# mem_access_unit

mem_access_unit/clk_routes.png
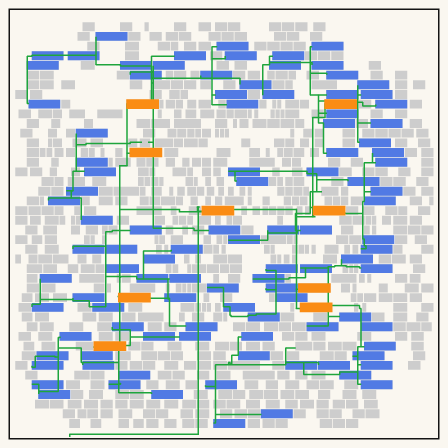

<file path="src/rtl/mem_access_unit.sv">
// -----------------------------------------------------------------------------
// mem_access_unit
//
// MEM-stage front end. Takes one load/store per handshake from EX and drives a
// word-organised data memory (combinational read, synchronous word write).
// Byte and halfword stores are done as a two-cycle read-modify-write; loads are
// lane-selected, sign/zero extended and registered towards MEM/WB.
//
// Ports:
//   clk, rst_n          clock, asynchronous active-low reset
//   req_*               request from EX (valid/ready handshake)
//   resp_*              registered load result / error pulse
//   DataMemWE/Addr/In   word write port to data memory
//   DataMemOut          combinational read word from data memory
//
// States:
//   state  | meaning
//   IDLE   | ready for a request; word stores write directly here
//   RMW_WR | writing the merged word of a byte/halfword store
// -----------------------------------------------------------------------------
module mem_access_unit (
    input  logic        clk,
    input  logic        rst_n,
    input  logic        req_valid,
    output logic        req_ready,
    input  logic        req_we,
    input  logic [1:0]  req_size,
    input  logic        req_signed,
    input  logic [31:0] req_addr,
    input  logic [31:0] req_wdata,
    input  logic [4:0]  req_rd,
    output logic        resp_valid,
    output logic [31:0] resp_rdata,
    output logic [4:0]  resp_rd,
    output logic        resp_err,
    output logic        DataMemWE,
    output logic [31:0] DataMemAddr,
    output logic [31:0] DataMemIn,
    input  logic [31:0] DataMemOut
);

    typedef enum logic {
        IDLE   = 1'b0,
        RMW_WR = 1'b1
    } state_t;

    localparam logic [1:0] SZ_BYTE = 2'b00;
    localparam logic [1:0] SZ_HALF = 2'b01;
    localparam logic [1:0] SZ_WORD = 2'b10;

    state_t      state_q, state_d;
    logic        resp_valid_q, resp_valid_d;
    logic [31:0] resp_rdata_q, resp_rdata_d;
    logic [4:0]  resp_rd_q, resp_rd_d;
    logic        resp_err_q, resp_err_d;
    logic [31:0] rmw_addr_q, rmw_addr_d;
    logic [31:0] rmw_data_q, rmw_data_d;

    logic        accept;
    logic        req_err;
    logic [31:0] word_addr;
    logic [7:0]  ld_byte;
    logic [15:0] ld_half;
    logic [31:0] load_ext;
    logic [31:0] merged;
    logic        mem_we;
    logic [31:0] mem_addr;
    logic [31:0] mem_wdata;

    assign req_ready = (state_q == IDLE);
    assign accept    = req_valid & req_ready;
    assign word_addr = {req_addr[31:2], 2'b00};

    // Alignment / reserved-size decode
    always_comb begin
        req_err = 1'b0;
        case (req_size)
            SZ_BYTE: req_err = 1'b0;
            SZ_HALF: req_err = req_addr[0];
            SZ_WORD: req_err = (req_addr[1:0] != 2'b00);
            default: req_err = 1'b1;
        endcase
    end

    // Load lane select and extension
    always_comb begin
        ld_byte = DataMemOut[7:0];
        case (req_addr[1:0])
            2'd0:    ld_byte = DataMemOut[7:0];
            2'd1:    ld_byte = DataMemOut[15:8];
            2'd2:    ld_byte = DataMemOut[23:16];
            default: ld_byte = DataMemOut[31:24];
        endcase
        ld_half = req_addr[1] ? DataMemOut[31:16] : DataMemOut[15:0];
        case (req_size)
            SZ_BYTE: load_ext = {{24{req_signed & ld_byte[7]}}, ld_byte};
            SZ_HALF: load_ext = {{16{req_signed & ld_half[15]}}, ld_half};
            default: load_ext = DataMemOut;
        endcase
    end

    // Store merge: current memory word with one lane replaced
    always_comb begin
        merged = DataMemOut;
        if (req_size == SZ_BYTE) begin
            case (req_addr[1:0])
                2'd0:    merged[7:0]   = req_wdata[7:0];
                2'd1:    merged[15:8]  = req_wdata[7:0];
                2'd2:    merged[23:16] = req_wdata[7:0];
                default: merged[31:24] = req_wdata[7:0];
            endcase
        end else if (req_addr[1]) begin
            merged[31:16] = req_wdata[15:0];
        end else begin
            merged[15:0]  = req_wdata[15:0];
        end
    end

    // Next state, response and memory port
    always_comb begin
        state_d      = state_q;
        resp_valid_d = 1'b0;
        resp_rdata_d = resp_rdata_q;
        resp_rd_d    = resp_rd_q;
        resp_err_d   = resp_err_q;
        rmw_addr_d   = rmw_addr_q;
        rmw_data_d   = rmw_data_q;
        mem_we       = 1'b0;
        mem_addr     = word_addr;
        mem_wdata    = req_wdata;

        if (state_q == RMW_WR) begin
            mem_we    = 1'b1;
            mem_addr  = rmw_addr_q;
            mem_wdata = rmw_data_q;
            state_d   = IDLE;
        end else if (accept) begin
            if (req_err) begin
                resp_valid_d = 1'b1;
                resp_err_d   = 1'b1;
                resp_rdata_d = 32'h0;
                resp_rd_d    = req_rd;
            end else if (!req_we) begin
                resp_valid_d = 1'b1;
                resp_err_d   = 1'b0;
                resp_rdata_d = load_ext;
                resp_rd_d    = req_rd;
            end else if (req_size == SZ_WORD) begin
                mem_we = 1'b1;
            end else begin
                rmw_addr_d = word_addr;
                rmw_data_d = merged;
                state_d    = RMW_WR;
            end
        end
    end

    always_ff @(posedge clk or negedge rst_n) begin
        if (!rst_n) begin
            state_q      <= IDLE;
            resp_valid_q <= 1'b0;
            resp_rdata_q <= 32'h0;
            resp_rd_q    <= 5'h0;
            resp_err_q   <= 1'b0;
            rmw_addr_q   <= 32'h0;
            rmw_data_q   <= 32'h0;
        end else begin
            state_q      <= state_d;
            resp_valid_q <= resp_valid_d;
            resp_rdata_q <= resp_rdata_d;
            resp_rd_q    <= resp_rd_d;
            resp_err_q   <= resp_err_d;
            rmw_addr_q   <= rmw_addr_d;
            rmw_data_q   <= rmw_data_d;
        end
    end

    // Gated with rst_n so a reset landing in RMW_WR can never commit the write
    assign DataMemWE   = mem_we & rst_n;
    assign DataMemAddr = mem_addr;
    assign DataMemIn   = mem_wdata;

    assign resp_valid  = resp_valid_q;
    assign resp_rdata  = resp_rdata_q;
    assign resp_rd     = resp_rd_q;
    assign resp_err    = resp_err_q;

endmodule

</file>
<file path="config.mk">
export PLATFORM = sky130hd
export DESIGN_NAME = mem_access_unit
export DESIGN_NICKNAME = d
export VERILOG_FILES = /design/src/rtl/mem_access_unit.sv
export SDC_FILE = /design/constraint.sdc
export NUM_CORES = 1
export LEC_CHECK = 0
export CORE_UTILIZATION = 40
export CTS_CLUSTER_DIAMETER = 100
export DETAILED_ROUTE_END_ITERATION = 10
export PLACE_DENSITY = 0.74
export SLEW_MARGIN = 20
export SYNTH_ARGS = -nofsm -noshare
export SYNTH_HDL_FRONTEND = slang
export SYNTH_SLANG_ARGS = --single-unit
</file>
<file path="constraint.sdc">
create_clock -name clk -period 2 [get_ports clk]
set_input_delay 0.3 -clock clk [delete_from_list [all_inputs] [get_ports clk]]
set_output_delay 0.3 -clock clk [all_outputs]
set_load 0.01 [all_outputs]
</file>
# riscv_fetch_flat

### config.mk
export PLATFORM = sky130hd
export DESIGN_NAME = riscv_fetch_flat
export DESIGN_NICKNAME = d
export VERILOG_FILES = /design/src/rtl/riscv_fetch_pkg.sv /design/src/rtl/riscv_fetch_if.sv /design/src/rtl/riscv_fetch_fifo.sv /design/src/rtl/riscv_fetch.sv /design/src/flat_wrapper.sv
export SDC_FILE = /design/constraint.sdc
export NUM_CORES = 1
export LEC_CHECK = 0
export ABC_AREA = 1
export CAP_MARGIN = 10
export CORE_MARGIN = 8
export CORE_UTILIZATION = 29
export CTS_BUF_LIST = sky130_fd_sc_hd__clkbuf_4 sky130_fd_sc_hd__clkbuf_8
export DETAILED_ROUTE_END_ITERATION = 12
export HOLD_SLACK_MARGIN = 0.12
export PLACE_DENSITY_LB_ADDON = 0.12
export SETUP_SLACK_MARGIN = 0.4
export SYNTH_ARGS = -nofsm -noshare
export SYNTH_HDL_FRONTEND = slang
export SYNTH_SLANG_ARGS = --single-unit
### constraint.sdc
create_clock -name clk_i -period 3.06 [get_ports clk_i]
set_input_delay 0.306 -clock clk_i [delete_from_list [all_inputs] [get_ports clk_i]]
set_output_delay 0.306 -clock clk_i [all_outputs]
set_load 0.01 [all_outputs]
### src/rtl/riscv_fetch_pkg.sv
// -----------------------------------------------------------------------------
// riscv_fetch_pkg
// Shared types and helpers for the instruction fetch stage.
//   fetch_entry_t     : one buffered fetch result {pc, inst, fault}
//   FETCH_BOOT_VECTOR : default PC of the first fetch after reset
//   pc_next()         : sequential PC step, wraps silently at 2^32
// -----------------------------------------------------------------------------
package riscv_fetch_pkg;

    localparam logic [31:0] FETCH_BOOT_VECTOR = 32'h0000_0100;

    typedef struct packed {
        logic [31:0] pc;
        logic [31:0] inst;
        logic        fault;
    } fetch_entry_t;

    function automatic logic [31:0] pc_next(input logic [31:0] pc);
        return pc + 32'd4;
    endfunction

endpackage

### src/rtl/riscv_fetch_if.sv
// -----------------------------------------------------------------------------
// riscv_fetch_if
// Instruction cache / memory port seen by the fetch stage.
//   rd     : read request valid                 (fetch -> memory)
//   pc     : word-aligned read address          (fetch -> memory)
//   accept : request accepted this cycle        (memory -> fetch)
//   valid  : in-order response valid           (memory -> fetch)
//   inst   : response instruction word          (memory -> fetch)
//   error  : response bus error                 (memory -> fetch)
// master = fetch stage, slave = cache/memory.
// -----------------------------------------------------------------------------
interface riscv_fetch_if;

    logic        rd;
    logic [31:0] pc;
    logic        accept;
    logic        valid;
    logic [31:0] inst;
    logic        error;

    modport master (
        output rd, pc,
        input  accept, valid, inst, error
    );

    modport slave (
        input  rd, pc,
        output accept, valid, inst, error
    );

endinterface

### src/rtl/riscv_fetch_fifo.sv
// -----------------------------------------------------------------------------
// riscv_fetch_fifo
// Small FIFO of fetch results with a combinational head.
//   clk_i, rst_i : clock, asynchronous active-low reset
//   push, data_in: write an entry (accepted when not full, or when popping)
//   pop, data_out: head entry, removed on pop when not empty
//   flush        : discard all entries (wins over push/pop)
//   count, empty, full : occupancy status
// DEPTH must be a power of two, >= 2.
// -----------------------------------------------------------------------------
module riscv_fetch_fifo
    import riscv_fetch_pkg::*;
#(
    parameter int DEPTH = 2
) (
    input  logic                   clk_i,
    input  logic                   rst_i,
    input  logic                   push,
    input  logic                   pop,
    input  logic                   flush,
    input  fetch_entry_t           data_in,
    output fetch_entry_t           data_out,
    output logic [$clog2(DEPTH):0] count,
    output logic                   empty,
    output logic                   full
);

    localparam int AW = $clog2(DEPTH);
    localparam logic [AW:0] PTR_ONE = 1;

    fetch_entry_t mem_q [DEPTH];
    logic [AW:0]  wr_ptr_q;
    logic [AW:0]  rd_ptr_q;
    logic         do_push;
    logic         do_pop;

    // Pointers carry one extra wrap bit so full and empty are distinguishable.
    assign count    = wr_ptr_q - rd_ptr_q;
    assign empty    = (wr_ptr_q == rd_ptr_q);
    assign full     = (count == (AW + 1)'(DEPTH));
    assign data_out = mem_q[rd_ptr_q[AW-1:0]];

    assign do_pop  = pop && !empty;
    assign do_push = push && (!full || do_pop);

    // NOTE: storage is reset as well because the head entry drives module
    // outputs directly; unreset storage would leak X onto them after reset.
    // NOTE: sequential state uses non-blocking assignments only, so every
    // flop samples the pre-edge values regardless of statement order.
    always_ff @(posedge clk_i or negedge rst_i) begin
        if (!rst_i) begin
            wr_ptr_q <= '0;
            rd_ptr_q <= '0;
            for (int i = 0; i < DEPTH; i++) begin
                mem_q[i] <= '0;
            end
        end else if (flush) begin
            wr_ptr_q <= '0;
            rd_ptr_q <= '0;
        end else begin
            if (do_push) begin
                mem_q[wr_ptr_q[AW-1:0]] <= data_in;
                wr_ptr_q                <= wr_ptr_q + PTR_ONE;
            end
            if (do_pop) begin
                rd_ptr_q <= rd_ptr_q + PTR_ONE;
            end
        end
    end

    // The fetch credit scheme must never push into a full buffer.
    a_no_overflow: assert property (
        @(posedge clk_i) disable iff (!rst_i) !(push && full && !pop)
    );

endmodule

### src/rtl/riscv_fetch.sv
// -----------------------------------------------------------------------------
// riscv_fetch
// In-order instruction fetch stage: issues reads on the icache port, buffers
// returned words in a small FIFO and presents {opcode, pc, valid} to decode.
//   clk_i, rst_i       : clock, asynchronous active-low reset
//   icache (master)    : read request/response port, see riscv_fetch_if
//   opcode_o           : instruction at FIFO head
//   opcode_pc_o        : PC of opcode_o
//   opcode_valid_o     : head valid (forced low while branch_i is high)
//   fault_fetch_o      : head entry returned a bus error
//   branch_i/branch_pc_i : redirect request and target
//   stall_i            : consumer cannot take the head this cycle
// Build option RISCV_FETCH_FAULT_EN: when defined, icache error is stored per
// entry and reported on fault_fetch_o; otherwise fault_fetch_o is tied low.
// -----------------------------------------------------------------------------
module riscv_fetch
    import riscv_fetch_pkg::*;
#(
    parameter logic [31:0] BOOT_VECTOR     = FETCH_BOOT_VECTOR,
    parameter int          FIFO_DEPTH      = 2,
    parameter int          MAX_OUTSTANDING = 2   // must be <= FIFO_DEPTH
) (
    input  logic                 clk_i,
    input  logic                 rst_i,
    riscv_fetch_if.master        icache,
    output logic [31:0]          opcode_o,
    output logic [31:0]          opcode_pc_o,
    output logic                 opcode_valid_o,
    output logic                 fault_fetch_o,
    input  logic                 branch_i,
    input  logic [31:0]          branch_pc_i,
    input  logic                 stall_i
);

    // Counters are as wide as the FIFO count; MAX_OUTSTANDING <= FIFO_DEPTH.
    localparam int CW = $clog2(FIFO_DEPTH) + 1;
    localparam logic [CW-1:0] CNT_ONE = 1;

    logic [31:0]   pc_q;
    logic [31:0]   resp_pc_q;
    logic [CW-1:0] outstanding_q;
    logic [CW-1:0] outstanding_d;
    logic [CW-1:0] discard_q;
    logic [CW-1:0] fifo_count;
    logic [CW:0]   inflight;
    logic          fifo_empty;
    logic          fifo_full_unused;
    logic          req_fire;
    logic          fifo_push;
    logic          fifo_pop;
    logic [31:0]   branch_target;
    fetch_entry_t  push_entry;
    fetch_entry_t  head_entry;

    // Credits: a read is only issued when its word is guaranteed a FIFO slot.
    assign inflight  = {1'b0, outstanding_q} + {1'b0, fifo_count};
    assign icache.rd = rst_i && !branch_i
                     && (inflight < (CW + 1)'(FIFO_DEPTH))
                     && (outstanding_q < CW'(MAX_OUTSTANDING));
    assign icache.pc = pc_q;
    assign req_fire  = icache.rd && icache.accept;

    assign branch_target = {branch_pc_i[31:2], 2'b00};

    // Responses owed to a flushed stream are dropped while discard_q drains.
    assign fifo_push = icache.valid && !branch_i && (discard_q == '0);

    assign opcode_valid_o = !fifo_empty && !branch_i;
    assign fifo_pop       = opcode_valid_o && !stall_i;
    assign opcode_o       = head_entry.inst;
    assign opcode_pc_o    = head_entry.pc;

    always_comb begin
        push_entry      = '0;
        push_entry.pc   = resp_pc_q;
        push_entry.inst = icache.inst;
`ifdef RISCV_FETCH_FAULT_EN
        push_entry.fault = icache.error;
`endif
    end

`ifdef RISCV_FETCH_FAULT_EN
    assign fault_fetch_o = head_entry.fault && opcode_valid_o;
`else
    logic unused_fault;
    assign unused_fault  = icache.error ^ head_entry.fault;
    assign fault_fetch_o = 1'b0;
`endif

    // NOTE: outstanding_d is given its default before any condition so the
    // block stays purely combinational and infers no latch.
    always_comb begin
        outstanding_d = outstanding_q;
        if (req_fire && !icache.valid) begin
            outstanding_d = outstanding_q + CNT_ONE;
        end else if (!req_fire && icache.valid) begin
            outstanding_d = outstanding_q - CNT_ONE;
        end
    end

    always_ff @(posedge clk_i or negedge rst_i) begin
        if (!rst_i) begin
            pc_q          <= BOOT_VECTOR;
            resp_pc_q     <= BOOT_VECTOR;
            outstanding_q <= '0;
            discard_q     <= '0;
        end else begin
            outstanding_q <= outstanding_d;
            if (branch_i) begin
                // No request fires on a branch cycle, so every read still in
                // flight after this edge belongs to the old stream.
                pc_q      <= branch_target;
                resp_pc_q <= branch_target;
                discard_q <= outstanding_d;
            end else begin
                if (req_fire) begin
                    pc_q <= pc_next(pc_q);
                end
                if (icache.valid) begin
                    if (discard_q != '0) begin
                        discard_q <= discard_q - CNT_ONE;
                    end else begin
                        resp_pc_q <= pc_next(resp_pc_q);
                    end
                end
            end
        end
    end

    riscv_fetch_fifo #(
        .DEPTH (FIFO_DEPTH)
    ) u_fifo (
        .clk_i    (clk_i),
        .rst_i    (rst_i),
        .push     (fifo_push),
        .pop      (fifo_pop),
        .flush    (branch_i),
        .data_in  (push_entry),
        .data_out (head_entry),
        .count    (fifo_count),
        .empty    (fifo_empty),
        .full     (fifo_full_unused)
    );

    // A response without a matching accepted request breaks PC tracking.
    a_resp_has_request: assert property (
        @(posedge clk_i) disable iff (!rst_i) icache.valid |-> (outstanding_q != '0)
    );

endmodule

### src/flat_wrapper.sv
// flat-port wrapper written by rule: the top's interface ports become plain ports
module riscv_fetch_flat import riscv_fetch_pkg::*;
#(
    parameter logic [31:0] BOOT_VECTOR     = FETCH_BOOT_VECTOR,
    parameter int          FIFO_DEPTH      = 2,
    parameter int          MAX_OUTSTANDING = 2                           
)
  (clk_i, rst_i, opcode_o, opcode_pc_o, opcode_valid_o, fault_fetch_o, branch_i, branch_pc_i, stall_i, icache_rd, icache_pc, icache_accept, icache_valid, icache_inst, icache_error);
  riscv_fetch_if icache_i ();
  input  logic clk_i;
  input  logic rst_i;
  output logic [31:0] opcode_o;
  output logic [31:0] opcode_pc_o;
  output logic opcode_valid_o;
  output logic fault_fetch_o;
  input  logic branch_i;
  input  logic [31:0] branch_pc_i;
  input  logic stall_i;
  output wire logic [$bits(icache_i.rd)-1:0] icache_rd;
  output wire logic [$bits(icache_i.pc)-1:0] icache_pc;
  input wire logic [$bits(icache_i.accept)-1:0] icache_accept;
  input wire logic [$bits(icache_i.valid)-1:0] icache_valid;
  input wire logic [$bits(icache_i.inst)-1:0] icache_inst;
  input wire logic [$bits(icache_i.error)-1:0] icache_error;
  assign icache_rd = icache_i.rd;
  assign icache_pc = icache_i.pc;
  assign icache_i.accept = icache_accept;
  assign icache_i.valid = icache_valid;
  assign icache_i.inst = icache_inst;
  assign icache_i.error = icache_error;
  riscv_fetch #(.BOOT_VECTOR(BOOT_VECTOR), .FIFO_DEPTH(FIFO_DEPTH), .MAX_OUTSTANDING(MAX_OUTSTANDING)) u_core (.clk_i(clk_i), .rst_i(rst_i), .icache(icache_i), .opcode_o(opcode_o), .opcode_pc_o(opcode_pc_o), .opcode_valid_o(opcode_valid_o), .fault_fetch_o(fault_fetch_o), .branch_i(branch_i), .branch_pc_i(branch_pc_i), .stall_i(stall_i));
endmodule
# activation_loader_flat

[src/rtl/activation_loader_if.sv]
// Single-outstanding read port between the activation loader and system memory.
interface activation_loader_if #(
   parameter int ADDR_W = 32
);
   logic              mem_req;
   logic [ADDR_W-1:0] mem_addr;
   logic              mem_gnt;
   logic              mem_rvalid;
   logic [31:0]       mem_rdata;

   modport master (
      output mem_req,
      output mem_addr,
      input  mem_gnt,
      input  mem_rvalid,
      input  mem_rdata
   );

   modport slave (
      input  mem_req,
      input  mem_addr,
      output mem_gnt,
      output mem_rvalid,
      output mem_rdata
   );
endinterface

[src/rtl/activation_loader.sv]
// Fetches NUM_WORDS activation words from memory into the PIM activation buffer.
// Optional ACT_LOADER_STRIDE_EN adds a per-load byte stride input (default stride 4).
module activation_loader #(
   parameter int NUM_WORDS = 9,
   parameter int ADDR_W    = 32
) (
   input  logic               i_clk,
   input  logic               i_rst,
   input  logic               i_start,
   input  logic               i_abort,
   input  logic [ADDR_W-1:0]  i_base_addr,
`ifdef ACT_LOADER_STRIDE_EN
   input  logic [15:0]        i_stride,
`endif
   output logic               o_idle,
   output logic               o_done,
   activation_loader_if.master mem,
   output logic               o_activation_buffer_busy,
   output logic               o_activation_in_en,
   output logic [7:0]         o_counter,
   output logic [31:0]        o_data,
   output logic               o_activation_out_en,
   input  logic               i_pim_ack
);

   typedef enum logic [2:0] {
      S_IDLE,
      S_REQ,
      S_WAIT,
      S_WRITE,
      S_COMPUTE,
      S_DONE
   } state_t;

   localparam logic [7:0] LAST_IDX = 8'(NUM_WORDS - 1);

   state_t            state_q, state_d;
   logic [7:0]        index_q, index_d;
   logic [ADDR_W-1:0] addr_q, addr_d;
   logic [7:0]        counter_q, counter_d;
   logic [31:0]       data_q, data_d;
   logic [ADDR_W-1:0] stride_w;

`ifdef ACT_LOADER_STRIDE_EN
   logic [15:0]       stride_q, stride_d;
   assign stride_w = ADDR_W'(stride_q);
`else
   assign stride_w = ADDR_W'(4);
`endif

   always_comb begin
      state_d   = state_q;
      index_d   = index_q;
      addr_d    = addr_q;
      counter_d = counter_q;
      data_d    = data_q;
`ifdef ACT_LOADER_STRIDE_EN
      stride_d  = stride_q;
`endif
      // Abort wins over every handshake input in the same cycle.
      if (i_abort && state_q != S_IDLE) begin
         state_d = S_IDLE;
      end else begin
         case (state_q)
            S_IDLE: begin
               if (i_start && !i_abort) begin
                  state_d = S_REQ;
                  addr_d  = i_base_addr;
                  index_d = '0;
`ifdef ACT_LOADER_STRIDE_EN
                  stride_d = i_stride;
`endif
               end
            end
            S_REQ: begin
               if (mem.mem_gnt) state_d = S_WAIT;
            end
            S_WAIT: begin
               if (mem.mem_rvalid) begin
                  state_d   = S_WRITE;
                  counter_d = index_q;
                  data_d    = mem.mem_rdata;
               end
            end
            S_WRITE: begin
               if (index_q == LAST_IDX) begin
                  state_d = S_COMPUTE;
               end else begin
                  state_d = S_REQ;
                  index_d = index_q + 8'd1;
                  addr_d  = addr_q + stride_w;
               end
            end
            S_COMPUTE: begin
               if (i_pim_ack) state_d = S_DONE;
            end
            S_DONE: state_d = S_IDLE;
            default: state_d = S_IDLE;
         endcase
      end
      // Buffer-facing index and data rest at zero whenever the loader is idle.
      if (state_d == S_IDLE) begin
         index_d   = '0;
         counter_d = '0;
         data_d    = '0;
      end
   end

   always_ff @(posedge i_clk or posedge i_rst) begin
      if (i_rst) begin
         state_q   <= S_IDLE;
         index_q   <= '0;
         addr_q    <= '0;
         counter_q <= '0;
         data_q    <= '0;
`ifdef ACT_LOADER_STRIDE_EN
         stride_q  <= 16'd4;
`endif
      end else begin
         state_q   <= state_d;
         index_q   <= index_d;
         addr_q    <= addr_d;
         counter_q <= counter_d;
         data_q    <= data_d;
`ifdef ACT_LOADER_STRIDE_EN
         stride_q  <= stride_d;
`endif
      end
   end

   assign o_idle                   = (state_q == S_IDLE);
   assign o_done                   = (state_q == S_DONE);
   assign mem.mem_req              = (state_q == S_REQ);
   assign mem.mem_addr             = addr_q;
   assign o_activation_buffer_busy = (state_q == S_REQ) || (state_q == S_WAIT) ||
                                     (state_q == S_WRITE) || (state_q == S_COMPUTE);
   assign o_activation_in_en       = (state_q == S_WRITE);
   assign o_activation_out_en      = (state_q == S_COMPUTE);
   assign o_counter                = counter_q;
   assign o_data                   = data_q;

endmodule

[src/flat_wrapper.sv]
// flat-port wrapper written by rule: the top's interface ports become plain ports
module activation_loader_flat 
#(
   parameter int NUM_WORDS = 9,
   parameter int ADDR_W    = 32
)
  (i_clk, i_rst, i_start, i_abort, i_base_addr, o_idle, o_done, o_activation_buffer_busy, o_activation_in_en, o_counter, o_data, o_activation_out_en, i_pim_ack, mem_mem_req, mem_mem_addr, mem_mem_gnt, mem_mem_rvalid, mem_mem_rdata);
  activation_loader_if #(.ADDR_W(ADDR_W)) mem_i ();
  input  logic i_clk;
  input  logic i_rst;
  input  logic i_start;
  input  logic i_abort;
  input  logic [ADDR_W-1:0] i_base_addr;
  output logic o_idle;
  output logic o_done;
  output logic o_activation_buffer_busy;
  output logic o_activation_in_en;
  output logic [7:0] o_counter;
  output logic [31:0] o_data;
  output logic o_activation_out_en;
  input  logic i_pim_ack;
  output wire logic [$bits(mem_i.mem_req)-1:0] mem_mem_req;
  output wire logic [$bits(mem_i.mem_addr)-1:0] mem_mem_addr;
  input wire logic [$bits(mem_i.mem_gnt)-1:0] mem_mem_gnt;
  input wire logic [$bits(mem_i.mem_rvalid)-1:0] mem_mem_rvalid;
  input wire logic [$bits(mem_i.mem_rdata)-1:0] mem_mem_rdata;
  assign mem_mem_req = mem_i.mem_req;
  assign mem_mem_addr = mem_i.mem_addr;
  assign mem_i.mem_gnt = mem_mem_gnt;
  assign mem_i.mem_rvalid = mem_mem_rvalid;
  assign mem_i.mem_rdata = mem_mem_rdata;
  activation_loader #(.NUM_WORDS(NUM_WORDS), .ADDR_W(ADDR_W)) u_core (.i_clk(i_clk), .i_rst(i_rst), .i_start(i_start), .i_abort(i_abort), .i_base_addr(i_base_addr), .o_idle(o_idle), .o_done(o_done), .mem(mem_i), .o_activation_buffer_busy(o_activation_buffer_busy), .o_activation_in_en(o_activation_in_en), .o_counter(o_counter), .o_data(o_data), .o_activation_out_en(o_activation_out_en), .i_pim_ack(i_pim_ack));
endmodule
[config.mk]
export PLATFORM = sky130hd
export DESIGN_NAME = activation_loader_flat
export DESIGN_NICKNAME = d
export VERILOG_FILES = /design/src/rtl/activation_loader_if.sv /design/src/rtl/activation_loader.sv /design/src/flat_wrapper.sv
export SDC_FILE = /design/constraint.sdc
export NUM_CORES = 1
export LEC_CHECK = 0
export CORE_MARGIN = 2
export CORE_UTILIZATION = 25
export DETAILED_ROUTE_END_ITERATION = 8
export MAX_ROUTING_LAYER = met4
export PLACE_DENSITY = 0.61
export SLEW_MARGIN = 40
export SYNTH_ARGS = -nofsm -noshare
export SYNTH_HDL_FRONTEND = slang
export SYNTH_SLANG_ARGS = --single-unit
[constraint.sdc]
create_clock -name i_clk -period 3.7 [get_ports i_clk]
set_input_delay 1.11 -clock i_clk [delete_from_list [all_inputs] [get_ports i_clk]]
set_output_delay 1.11 -clock i_clk [all_outputs]
set_load 0.02 [all_outputs]
# mdu_ctrl

### src/rtl/mdu_ctrl_pkg.sv
// Shared MDU op codes, sequencer state encodings and the double-width bus helper.
// Pure constants and functions; no latency or backpressure of its own.
package mdu_ctrl_pkg;

  localparam logic [1:0] MDU_MULT  = 2'b00;
  localparam logic [1:0] MDU_MULTU = 2'b01;
  localparam logic [1:0] MDU_DIV   = 2'b10;
  localparam logic [1:0] MDU_DIVU  = 2'b11;

  localparam logic [1:0] S_IDLE = 2'b00;
  localparam logic [1:0] S_BUSY = 2'b01;
  localparam logic [1:0] S_DONE = 2'b10;

  // HI:LO result bus width for a given register width.
  function automatic int double_bus_w(input int w);
    return 2 * w;
  endfunction

endpackage

### src/rtl/mdu_datapath.sv
// One-bit-per-cycle shift-add multiplier / restoring divider on operand magnitudes.
// Result in acc WIDTH steps after load; no backpressure, steps only when told to.
module mdu_datapath
  import mdu_ctrl_pkg::*;
#(
  parameter int WIDTH = 32
) (
  input  logic                             clk,
  input  logic                             rst,
  input  logic                             load,
  input  logic                             step,
  input  logic                             is_div,
  input  logic [WIDTH-1:0]                 op_a,
  input  logic [WIDTH-1:0]                 op_b,
  output logic [double_bus_w(WIDTH)-1:0]   acc
);

  localparam int DW = double_bus_w(WIDTH);

  logic [DW-1:0]    acc_q;
  logic [DW-1:0]    acc_nxt;
  logic [WIDTH-1:0] oper_q;
  logic             div_q;
  logic [WIDTH:0]   add_sum;
  logic [WIDTH:0]   part_rem;
  logic [WIDTH+1:0] trial;

  // acc holds {partial product | multiplier} or {remainder | dividend->quotient}.
  always_comb begin
    add_sum  = {1'b0, acc_q[DW-1:WIDTH]} + (acc_q[0] ? {1'b0, oper_q} : {(WIDTH+1){1'b0}});
    part_rem = {acc_q[DW-1:WIDTH], acc_q[WIDTH-1]};
    trial    = {1'b0, part_rem} - {2'b00, oper_q};
    acc_nxt  = {add_sum, acc_q[WIDTH-1:1]};
    if (div_q) begin
      if (trial[WIDTH+1])
        acc_nxt = {part_rem[WIDTH-1:0], acc_q[WIDTH-2:0], 1'b0};
      else
        acc_nxt = {trial[WIDTH-1:0], acc_q[WIDTH-2:0], 1'b1};
    end
  end

  always_ff @(posedge clk or posedge rst) begin
    if (rst) begin
      acc_q  <= '0;
      oper_q <= '0;
      div_q  <= 1'b0;
    end else if (load) begin
      acc_q  <= is_div ? {{WIDTH{1'b0}}, op_a} : {{WIDTH{1'b0}}, op_b};
      oper_q <= is_div ? op_b : op_a;
      div_q  <= is_div;
    end else if (step) begin
      acc_q  <= acc_nxt;
    end
  end

  assign acc = acc_q;

endmodule

### src/rtl/mdu_ctrl.sv
// MULT/DIV sequencer: stalls fetch, runs WIDTH engine steps, writes HI/LO once (WIDTH+1 cycles, 1 for /0).
// Backpressure via stall_o; DONE-phase result write overrides the WB HI/LO write port.
module mdu_ctrl
  import mdu_ctrl_pkg::*;
#(
  parameter int WIDTH = 32,
  parameter int CNT_W = 6
) (
  input  logic             clk,
  input  logic             rst,
  input  logic             start_i,
  input  logic [1:0]       op_i,
  input  logic [WIDTH-1:0] opdata1_i,
  input  logic [WIDTH-1:0] opdata2_i,
  input  logic             cancel_i,
  input  logic             wb_whilo_i,
  input  logic [WIDTH-1:0] wb_hi_i,
  input  logic [WIDTH-1:0] wb_lo_i,
  output logic             stall_o,
  output logic             busy_o,
  output logic             whilo_o,
  output logic [WIDTH-1:0] hi_o,
  output logic [WIDTH-1:0] lo_o,
  output logic             dbz_o
);

  localparam int DW = double_bus_w(WIDTH);

  logic [1:0]       state;
  logic [CNT_W-1:0] cnt;
  logic             sign_q;
  logic             rsign_q;
  logic             div_q;
  logic             dbz_q;
  logic [WIDTH-1:0] dz_hi_q;

  logic             signed_op;
  logic             div_op;
  logic             div_zero;
  logic             launch;
  logic             in_done;
  logic [WIDTH-1:0] mag_a;
  logic [WIDTH-1:0] mag_b;
  logic [DW-1:0]    acc;
  logic [WIDTH-1:0] res_hi;
  logic [WIDTH-1:0] res_lo;

  assign signed_op = (op_i == MDU_MULT) || (op_i == MDU_DIV);
  assign div_op    = (op_i == MDU_DIV)  || (op_i == MDU_DIVU);
  assign div_zero  = div_op && (opdata2_i == '0);
  assign launch    = (state == S_IDLE) && start_i && !cancel_i;
  assign in_done   = (state == S_DONE);
  assign mag_a     = (signed_op && opdata1_i[WIDTH-1]) ? -opdata1_i : opdata1_i;
  assign mag_b     = (signed_op && opdata2_i[WIDTH-1]) ? -opdata2_i : opdata2_i;

  always_ff @(posedge clk or posedge rst) begin
    if (rst) begin
      state   <= S_IDLE;
      cnt     <= '0;
      sign_q  <= 1'b0;
      rsign_q <= 1'b0;
      div_q   <= 1'b0;
      dbz_q   <= 1'b0;
      dz_hi_q <= '0;
    end else begin
      case (state)
        S_IDLE: begin
          if (launch) begin
            cnt     <= '0;
            sign_q  <= signed_op && (opdata1_i[WIDTH-1] ^ opdata2_i[WIDTH-1]);
            rsign_q <= signed_op && opdata1_i[WIDTH-1];
            div_q   <= div_op;
            dbz_q   <= div_zero;
            dz_hi_q <= opdata1_i;
            state   <= div_zero ? S_DONE : S_BUSY;
          end
        end
        S_BUSY: begin
          if (cancel_i) begin
            state <= S_IDLE;
          end else begin
            cnt <= cnt + 1'b1;
            if (cnt == CNT_W'(WIDTH - 1))
              state <= S_DONE;
          end
        end
        default: state <= S_IDLE;
      endcase
    end
  end

  mdu_datapath #(.WIDTH(WIDTH)) u_datapath (
    .clk    (clk),
    .rst    (rst),
    .load   (launch && !div_zero),
    .step   (state == S_BUSY),
    .is_div (div_op),
    .op_a   (mag_a),
    .op_b   (mag_b),
    .acc    (acc)
  );

  // Engine works on magnitudes; signs are restored only on the way out.
  always_comb begin
    res_hi = '0;
    res_lo = '0;
    if (dbz_q) begin
      res_hi = dz_hi_q;
      res_lo = '1;
    end else if (div_q) begin
      res_lo = sign_q  ? -acc[WIDTH-1:0]  : acc[WIDTH-1:0];
      res_hi = rsign_q ? -acc[DW-1:WIDTH] : acc[DW-1:WIDTH];
    end else begin
      {res_hi, res_lo} = sign_q ? -acc : acc;
    end
  end

  assign stall_o = !rst && (((state == S_IDLE) && start_i) || (state == S_BUSY));
  assign busy_o  = (state != S_IDLE);
  assign whilo_o = in_done ? !cancel_i : (!rst && wb_whilo_i);
  assign hi_o    = in_done ? res_hi : (rst ? '0 : wb_hi_i);
  assign lo_o    = in_done ? res_lo : (rst ? '0 : wb_lo_i);
  assign dbz_o   = in_done && dbz_q && !cancel_i;

endmodule

### config.mk
export PLATFORM = sky130hd
export DESIGN_NAME = mdu_ctrl
export DESIGN_NICKNAME = d
export VERILOG_FILES = /design/src/rtl/mdu_ctrl_pkg.sv /design/src/rtl/mdu_datapath.sv /design/src/rtl/mdu_ctrl.sv
export SDC_FILE = /design/constraint.sdc
export NUM_CORES = 1
export LEC_CHECK = 0
export ABC_CLOCK_PERIOD_IN_PS = 3700
export CAP_MARGIN = 40
export CORE_ASPECT_RATIO = 2
export CORE_UTILIZATION = 55
export CTS_BUF_LIST = sky130_fd_sc_hd__clkbuf_4 sky130_fd_sc_hd__clkbuf_8 sky130_fd_sc_hd__clkbuf_16
export CTS_CLUSTER_SIZE = 16
export DETAILED_ROUTE_END_ITERATION = 10
export PLACE_DENSITY = 0.91
export REMOVE_ABC_BUFFERS = 1
export SLEW_MARGIN = 20
export SYNTH_ARGS = -nofsm -noshare
export SYNTH_HDL_FRONTEND = slang
export SYNTH_HIERARCHICAL = 1
export SYNTH_SLANG_ARGS = --single-unit
### constraint.sdc
create_clock -name clk -period 3.7 [get_ports clk]
set_clock_uncertainty 0.2 [all_clocks]
set_input_delay 0.555 -clock clk [delete_from_list [all_inputs] [get_ports clk]]
set_output_delay 0.555 -clock clk [all_outputs]
set_load 0.01 [all_outputs]
activation_loader_flat/io_placement.png
Pins as bars across the die edge, other pins in gray.
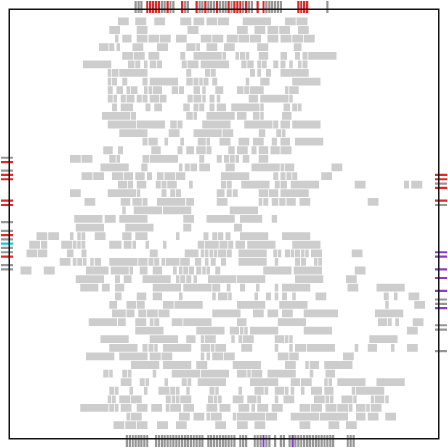
color	port	pins	direction	edge
cyan	`o_activation_out_en`	1	output	left
red	`mem_mem_addr`	32	output	21 top, 7 left, 4 right
purple	`o_counter`	8	output	6 right, 2 bottom
quantity of I/O buffers inserted on ports: 148
Die Y-Extent: 136 um
horizontal extent of the die: 136 um

activation_loader_flat/placement_by_type.png
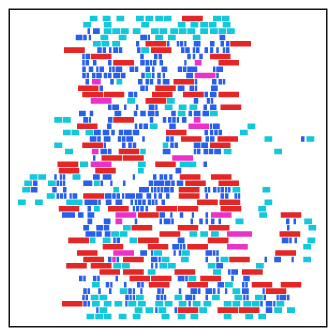
color	class	cells	share of their area
cyan	remaining buffers and delay cells	159	26%
red	sequential cells	83	34%
magenta	clock drivers and dummy loads	16	5.0%
blue	combinational and other logic	380	35%

==> flow_results.org, activation_loader_flat <==
#+TITLE: Implementation results

** Synth
- The most frequently used library cell after synthesis is nand2_1.
- Area share of the largest cell type after synthesis :: 0.480
- In this run, the synthesized area fraction spent on adder and majority cells is recorded as 0.00868.
- Fraction of the mapped netlist area in compound gates :: 0.237
- Comb area leader :: AND-OR/OR-AND gates

** Final layout
- Proportion of cell area occupied by multi-input gates :: 0.328
- Commonest Layout Cell :: clkdlybuf4s50_1
- Of the cells placed in the final design, the portion with a size suffix greater than 1 is 0.0893.
- MI comb area :: 2090 sq um

** Global routing
- The number of global-route vias before repair came to 4095.
- Number of antenna violations at the first check in global routing :: 0
- Overall track demand over capacity in global routing :: 0.158

** STA
- Hold violation total from the final report :: 0
- Maximum operating frequency :: 324 MHz

** Outcome
- The run finished with clean final reports.

** Critical path
- The number of buffers and inverters on the critical path is 1.
- Listed in order, past its start point the critical path passes nor2_1 -> xnor2_1 -> clkdlybuf4s50_1.

** Power
- Total power normalized to cell area comes to 610 nW/um^2.
- Power share of the combinational group :: 0.406

** Clocking
- Clock transition at the registers of the reported paths :: 70 ps

** Floorplanning
- The floorplan report lists the tap cell count as 225.

** Place
- RePlAce Congestion :: 0.847
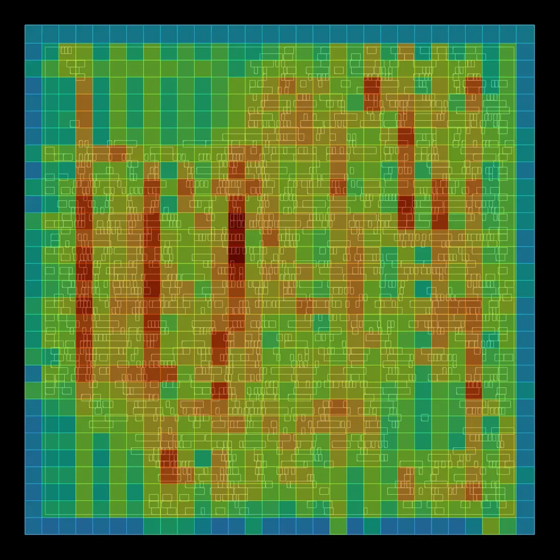
riscv_fetch_flat/congestion.png
overall track demand over capacity in global routing: 0.167
Avg WL per Cell: 17.1 um
GRT met2 Usage: 0.265
met1 track demand over resource: 0.231
GR met3 Demand/Resource: 0.0337

riscv_fetch_flat/io_placement.png
Pins as bars across the die edge, other pins in gray.
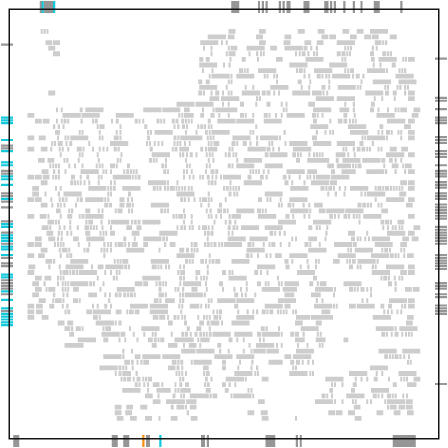
color	port	pins	direction	edge
orange	`icache_valid`	1	input	bottom
cyan	`icache_pc`	32	output	29 left, 2 top, 1 bottom

==> flow_results.org, riscv_fetch_flat <==
#+TITLE: Implementation results

** Synth
- The cell-mix breakdown from Yosys lists the adder-cell area share as 0.00659.
- Synth async-reset ratio :: 1.00
- After synthesis the cells add up to 10600 sq um.
- Most frequent cell after synthesis :: nand2_1
- Synthesis handed over a netlist of 1507 instances.
- Cell taking the most area after synthesis :: dfrtp_1

** Final layout
- Measured on the final layout, buffering overhead outside the clock network stands at 0.147.
- Per the layout report, the design carries 3959 filler cells.
- Growth of design area from synthesis to finish :: 24.5%
- Final antenna diode count :: 0

** Clocking
- Latency at later pin :: 500 ps

** Critical path
- For the worst reg-to-reg path, the startpoint reported by OpenROAD is u_core.u_fifo.wr_ptr_q[0].
- Tracing the worst setup path back leads to its startpoint at u_core.u_fifo.wr_ptr_q[0].
- Critical Path Source Type :: register
- Crit path DAT :: 2220 ps
- For the worst setup path, the data required time is 2750 ps.

** Global routing
- Number of antenna violations at the first check in global routing :: 0
- The number of global-route vias before repair is 9782.

** Power
- Static leakage power :: 6.44 nW
- Power density over the cells :: 790 nW/um^2

** Drt
- The detailed router put a total of 17.5 mm of wire on met1.
- In this run the top signal layer used is met4.

** Floorplanning
- Number of tap instances :: 468

** STA
- Per the final report, max-transition violations number 0.
- Final critical path time including I/O delays and setup :: 2520 ps

** Outcome
- Status :: finished clean
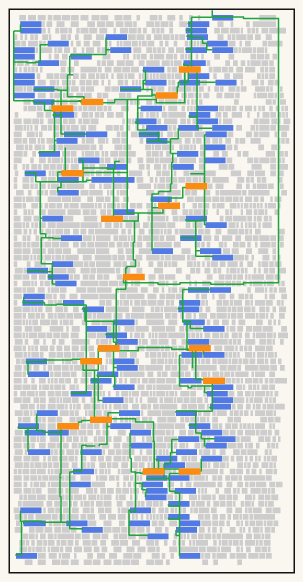
mdu_ctrl/clk_routes.png
[blue] flip-flops | count: 141
[green] clock wires | length: 2180 um
[orange] clock drivers | count: 17
flops lie	spread over the die

==> flow_results.org, mdu_ctrl <==
#+TITLE: Implementation results

** Final layout
- Non-clock inverter total of the final layout :: 73

** Outcome
- Status :: finished, violations left
- Violations in the final reports :: setup timing

** Power
- The analysis attributes to cell leakage a power of 9.69 nW.
- Power density over the cells :: 671 nW/um^2

** Critical path
- Endpoint class of the critical path :: output port

** Clocking
- Number of buffers between clock root and the deepest sink :: 2
- H-tree depth reported by CTS :: 4

** Synth
- Simple-gate portion of the synthesized area :: 0.215
- Yosys warning count :: 6

** Worst hold path
- Hold path startpoint :: dz_hi_q[6]

** STA
- Final critical path time including I/O delays and setup :: 4000 ps
- Once routing completed, OpenROAD measured the worst setup slack at -299 ps.
- # setup viols final :: 35

** Floorplanning
- Core box area :: 26900 sq um

** Drt
- Per the detail_route report, vias per standard cell equal 6.77.
mem_access_unit/placement_by_type.png
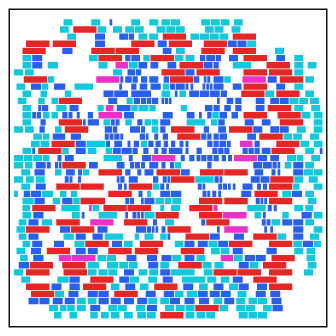
color	class	cells	share of their area
blue	combinational and other logic	355	34%
magenta	clock drivers and dummy loads	16	3.5%
red	sequential cells	102	30%
cyan	remaining buffers and delay cells	275	33%

mem_access_unit/io_placement.png
Pins as bars across the die edge, other pins in gray.
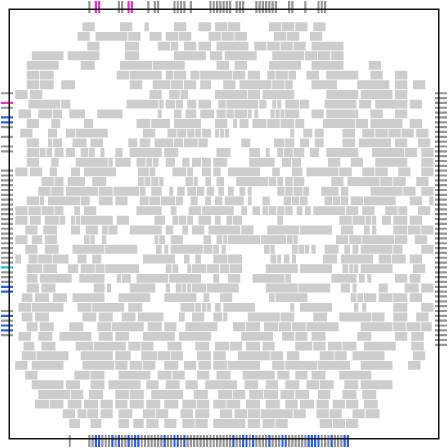
color	port	pins	direction	edge
cyan	`DataMemWE`	1	output	left
magenta	`resp_rd`	5	output	4 top, 1 left
blue	`req_addr`	32	input	25 bottom, 7 left
Die Y-Extent: 120 um
quantity of I/O buffers inserted on ports: 210
horizontal extent of the die: 120 um

About mem_access_unit/clk_routes.png:
[orange] clock drivers | count: 9
[blue] flip-flops | count: 102
[green] clock wires | length: 1290 um
routed clock nets	10
flops lie	spread over the die
clk pwr: 1.75 mW
clock skew: 4.13 ps

==> flow_results.org, mem_access_unit <==
#+TITLE: Implementation results

** Global routing
- Met1 track demand over resource :: 0.330
- Total global routing overflow :: 0

** Synth
- During synthesis, Yosys emitted a total of 0 warnings.
- Fraction of synthesized area in multiplexers :: 0.261
- The cell type that accounts for the most area after synthesis is dfrtp_1.
- The most frequently used library cell after synthesis is dfrtp_1.
- After synthesis, the chip area reported by Yosys is 5600 sq um.
- Simple-gate portion of the synthesized area :: 0.0836
- Synth async-reset ratio :: 1.00

** Clocking
- Postcts setup bufs :: 2
- Total of hold buffers inserted after clock tree synthesis :: 0

** Power
- Peak ir drop on the vdd network :: 374 uV
- Sw Ratio :: 0.278
- Static leakage power :: 3.79 nW
- Cell internal power was estimated by the tool at 4.30 mW.

** Critical path
- According to the timing report, the data required time at the worst endpoint equals 1700 ps.

** Flow run
- The number of maximum-capacitance violations recorded for the run is 0.

** Drt
- For this run, the detailed router reports a per-instance via density of 5.48.
- Summed over all nets, wire length on met3 after detailed routing comes to 1.05 mm.
- Detailed routing placed a total of 8.55 mm of wire on met2.

** Outcome
- The run finished with clean final reports.

** Final layout
- The library cells used most frequently in the layout, excluding fill and tap cells, are clkdlybuf4s50_1 (145), dfrtp_1 (101), mux2_2 (69).
- Commonest Layout Cell :: clkdlybuf4s50_1
- Proportion of cell area occupied by multi-input gates :: 0.325
- The finished layout reports a core utilization of 0.644.
- Leading cell category by total area :: combinational gates

** STA
- Transition time of the tightest slew-check pin :: 579 ps
- Across all checked pins, the minimum headroom to the slew limit is 0.613.

** Worst hold path
- The type recorded for the worst min-delay path is in -> async.

## Gallery

Wiring by layer.
Only two layers are drawn.
image #1
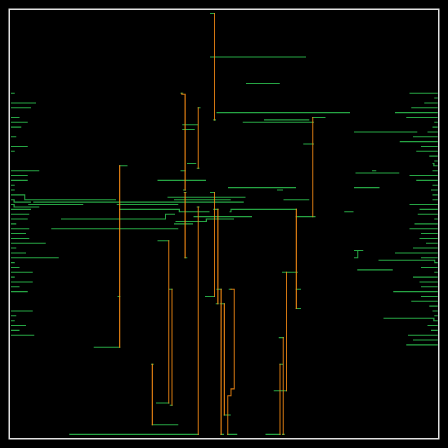
image #2
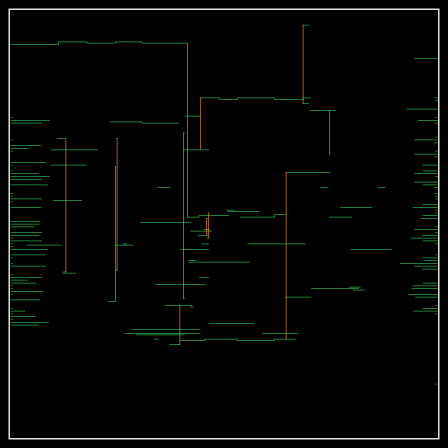
image #3
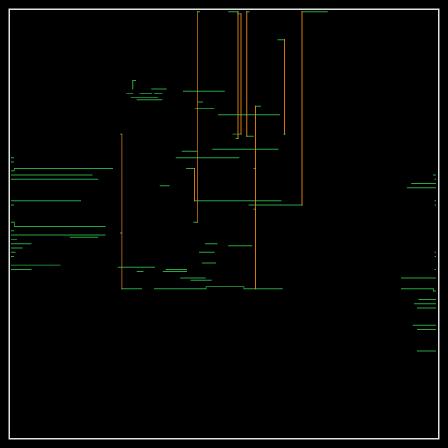
image #4
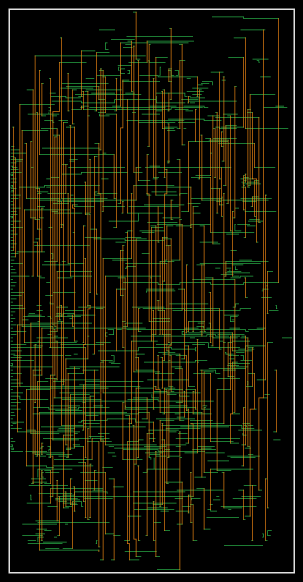
image #1: mem_access_unit
image #2: riscv_fetch_flat
image #4: mdu_ctrl
image #3: activation_loader_flat
Of these, most wire: image #4



==> screenshots <==
Routing congestion.
panel A
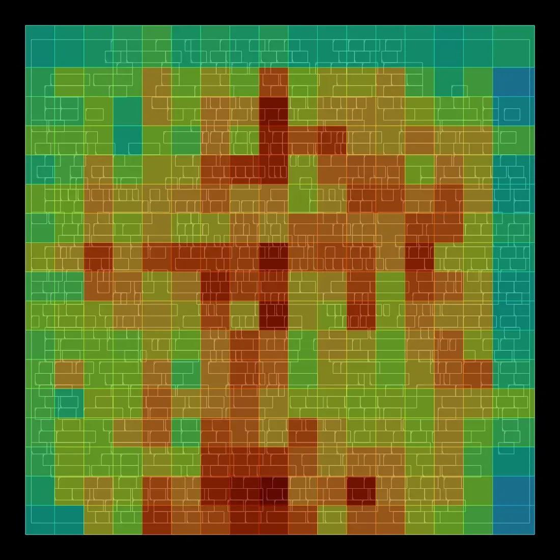
panel B
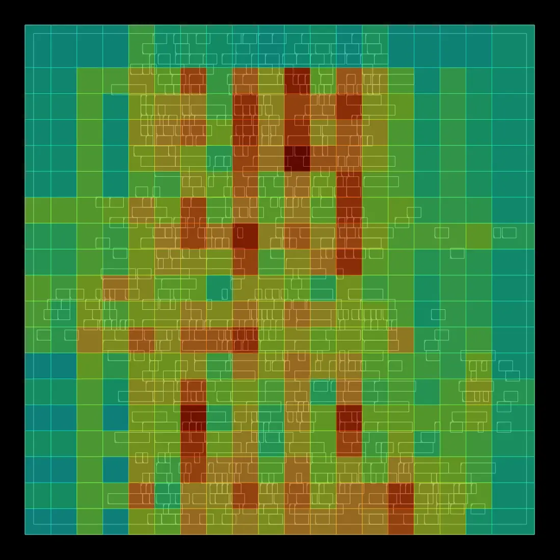
panel C
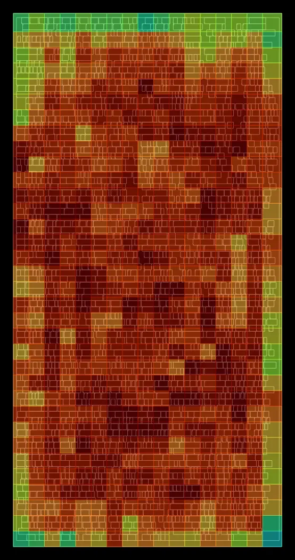
- most wire per cell: panel C
- least wire per cell: panel B
mem_access_unit: panel A
activation_loader_flat: panel B
mdu_ctrl: panel C

No activity file was given, so power comes from the tool's default toggle rates.
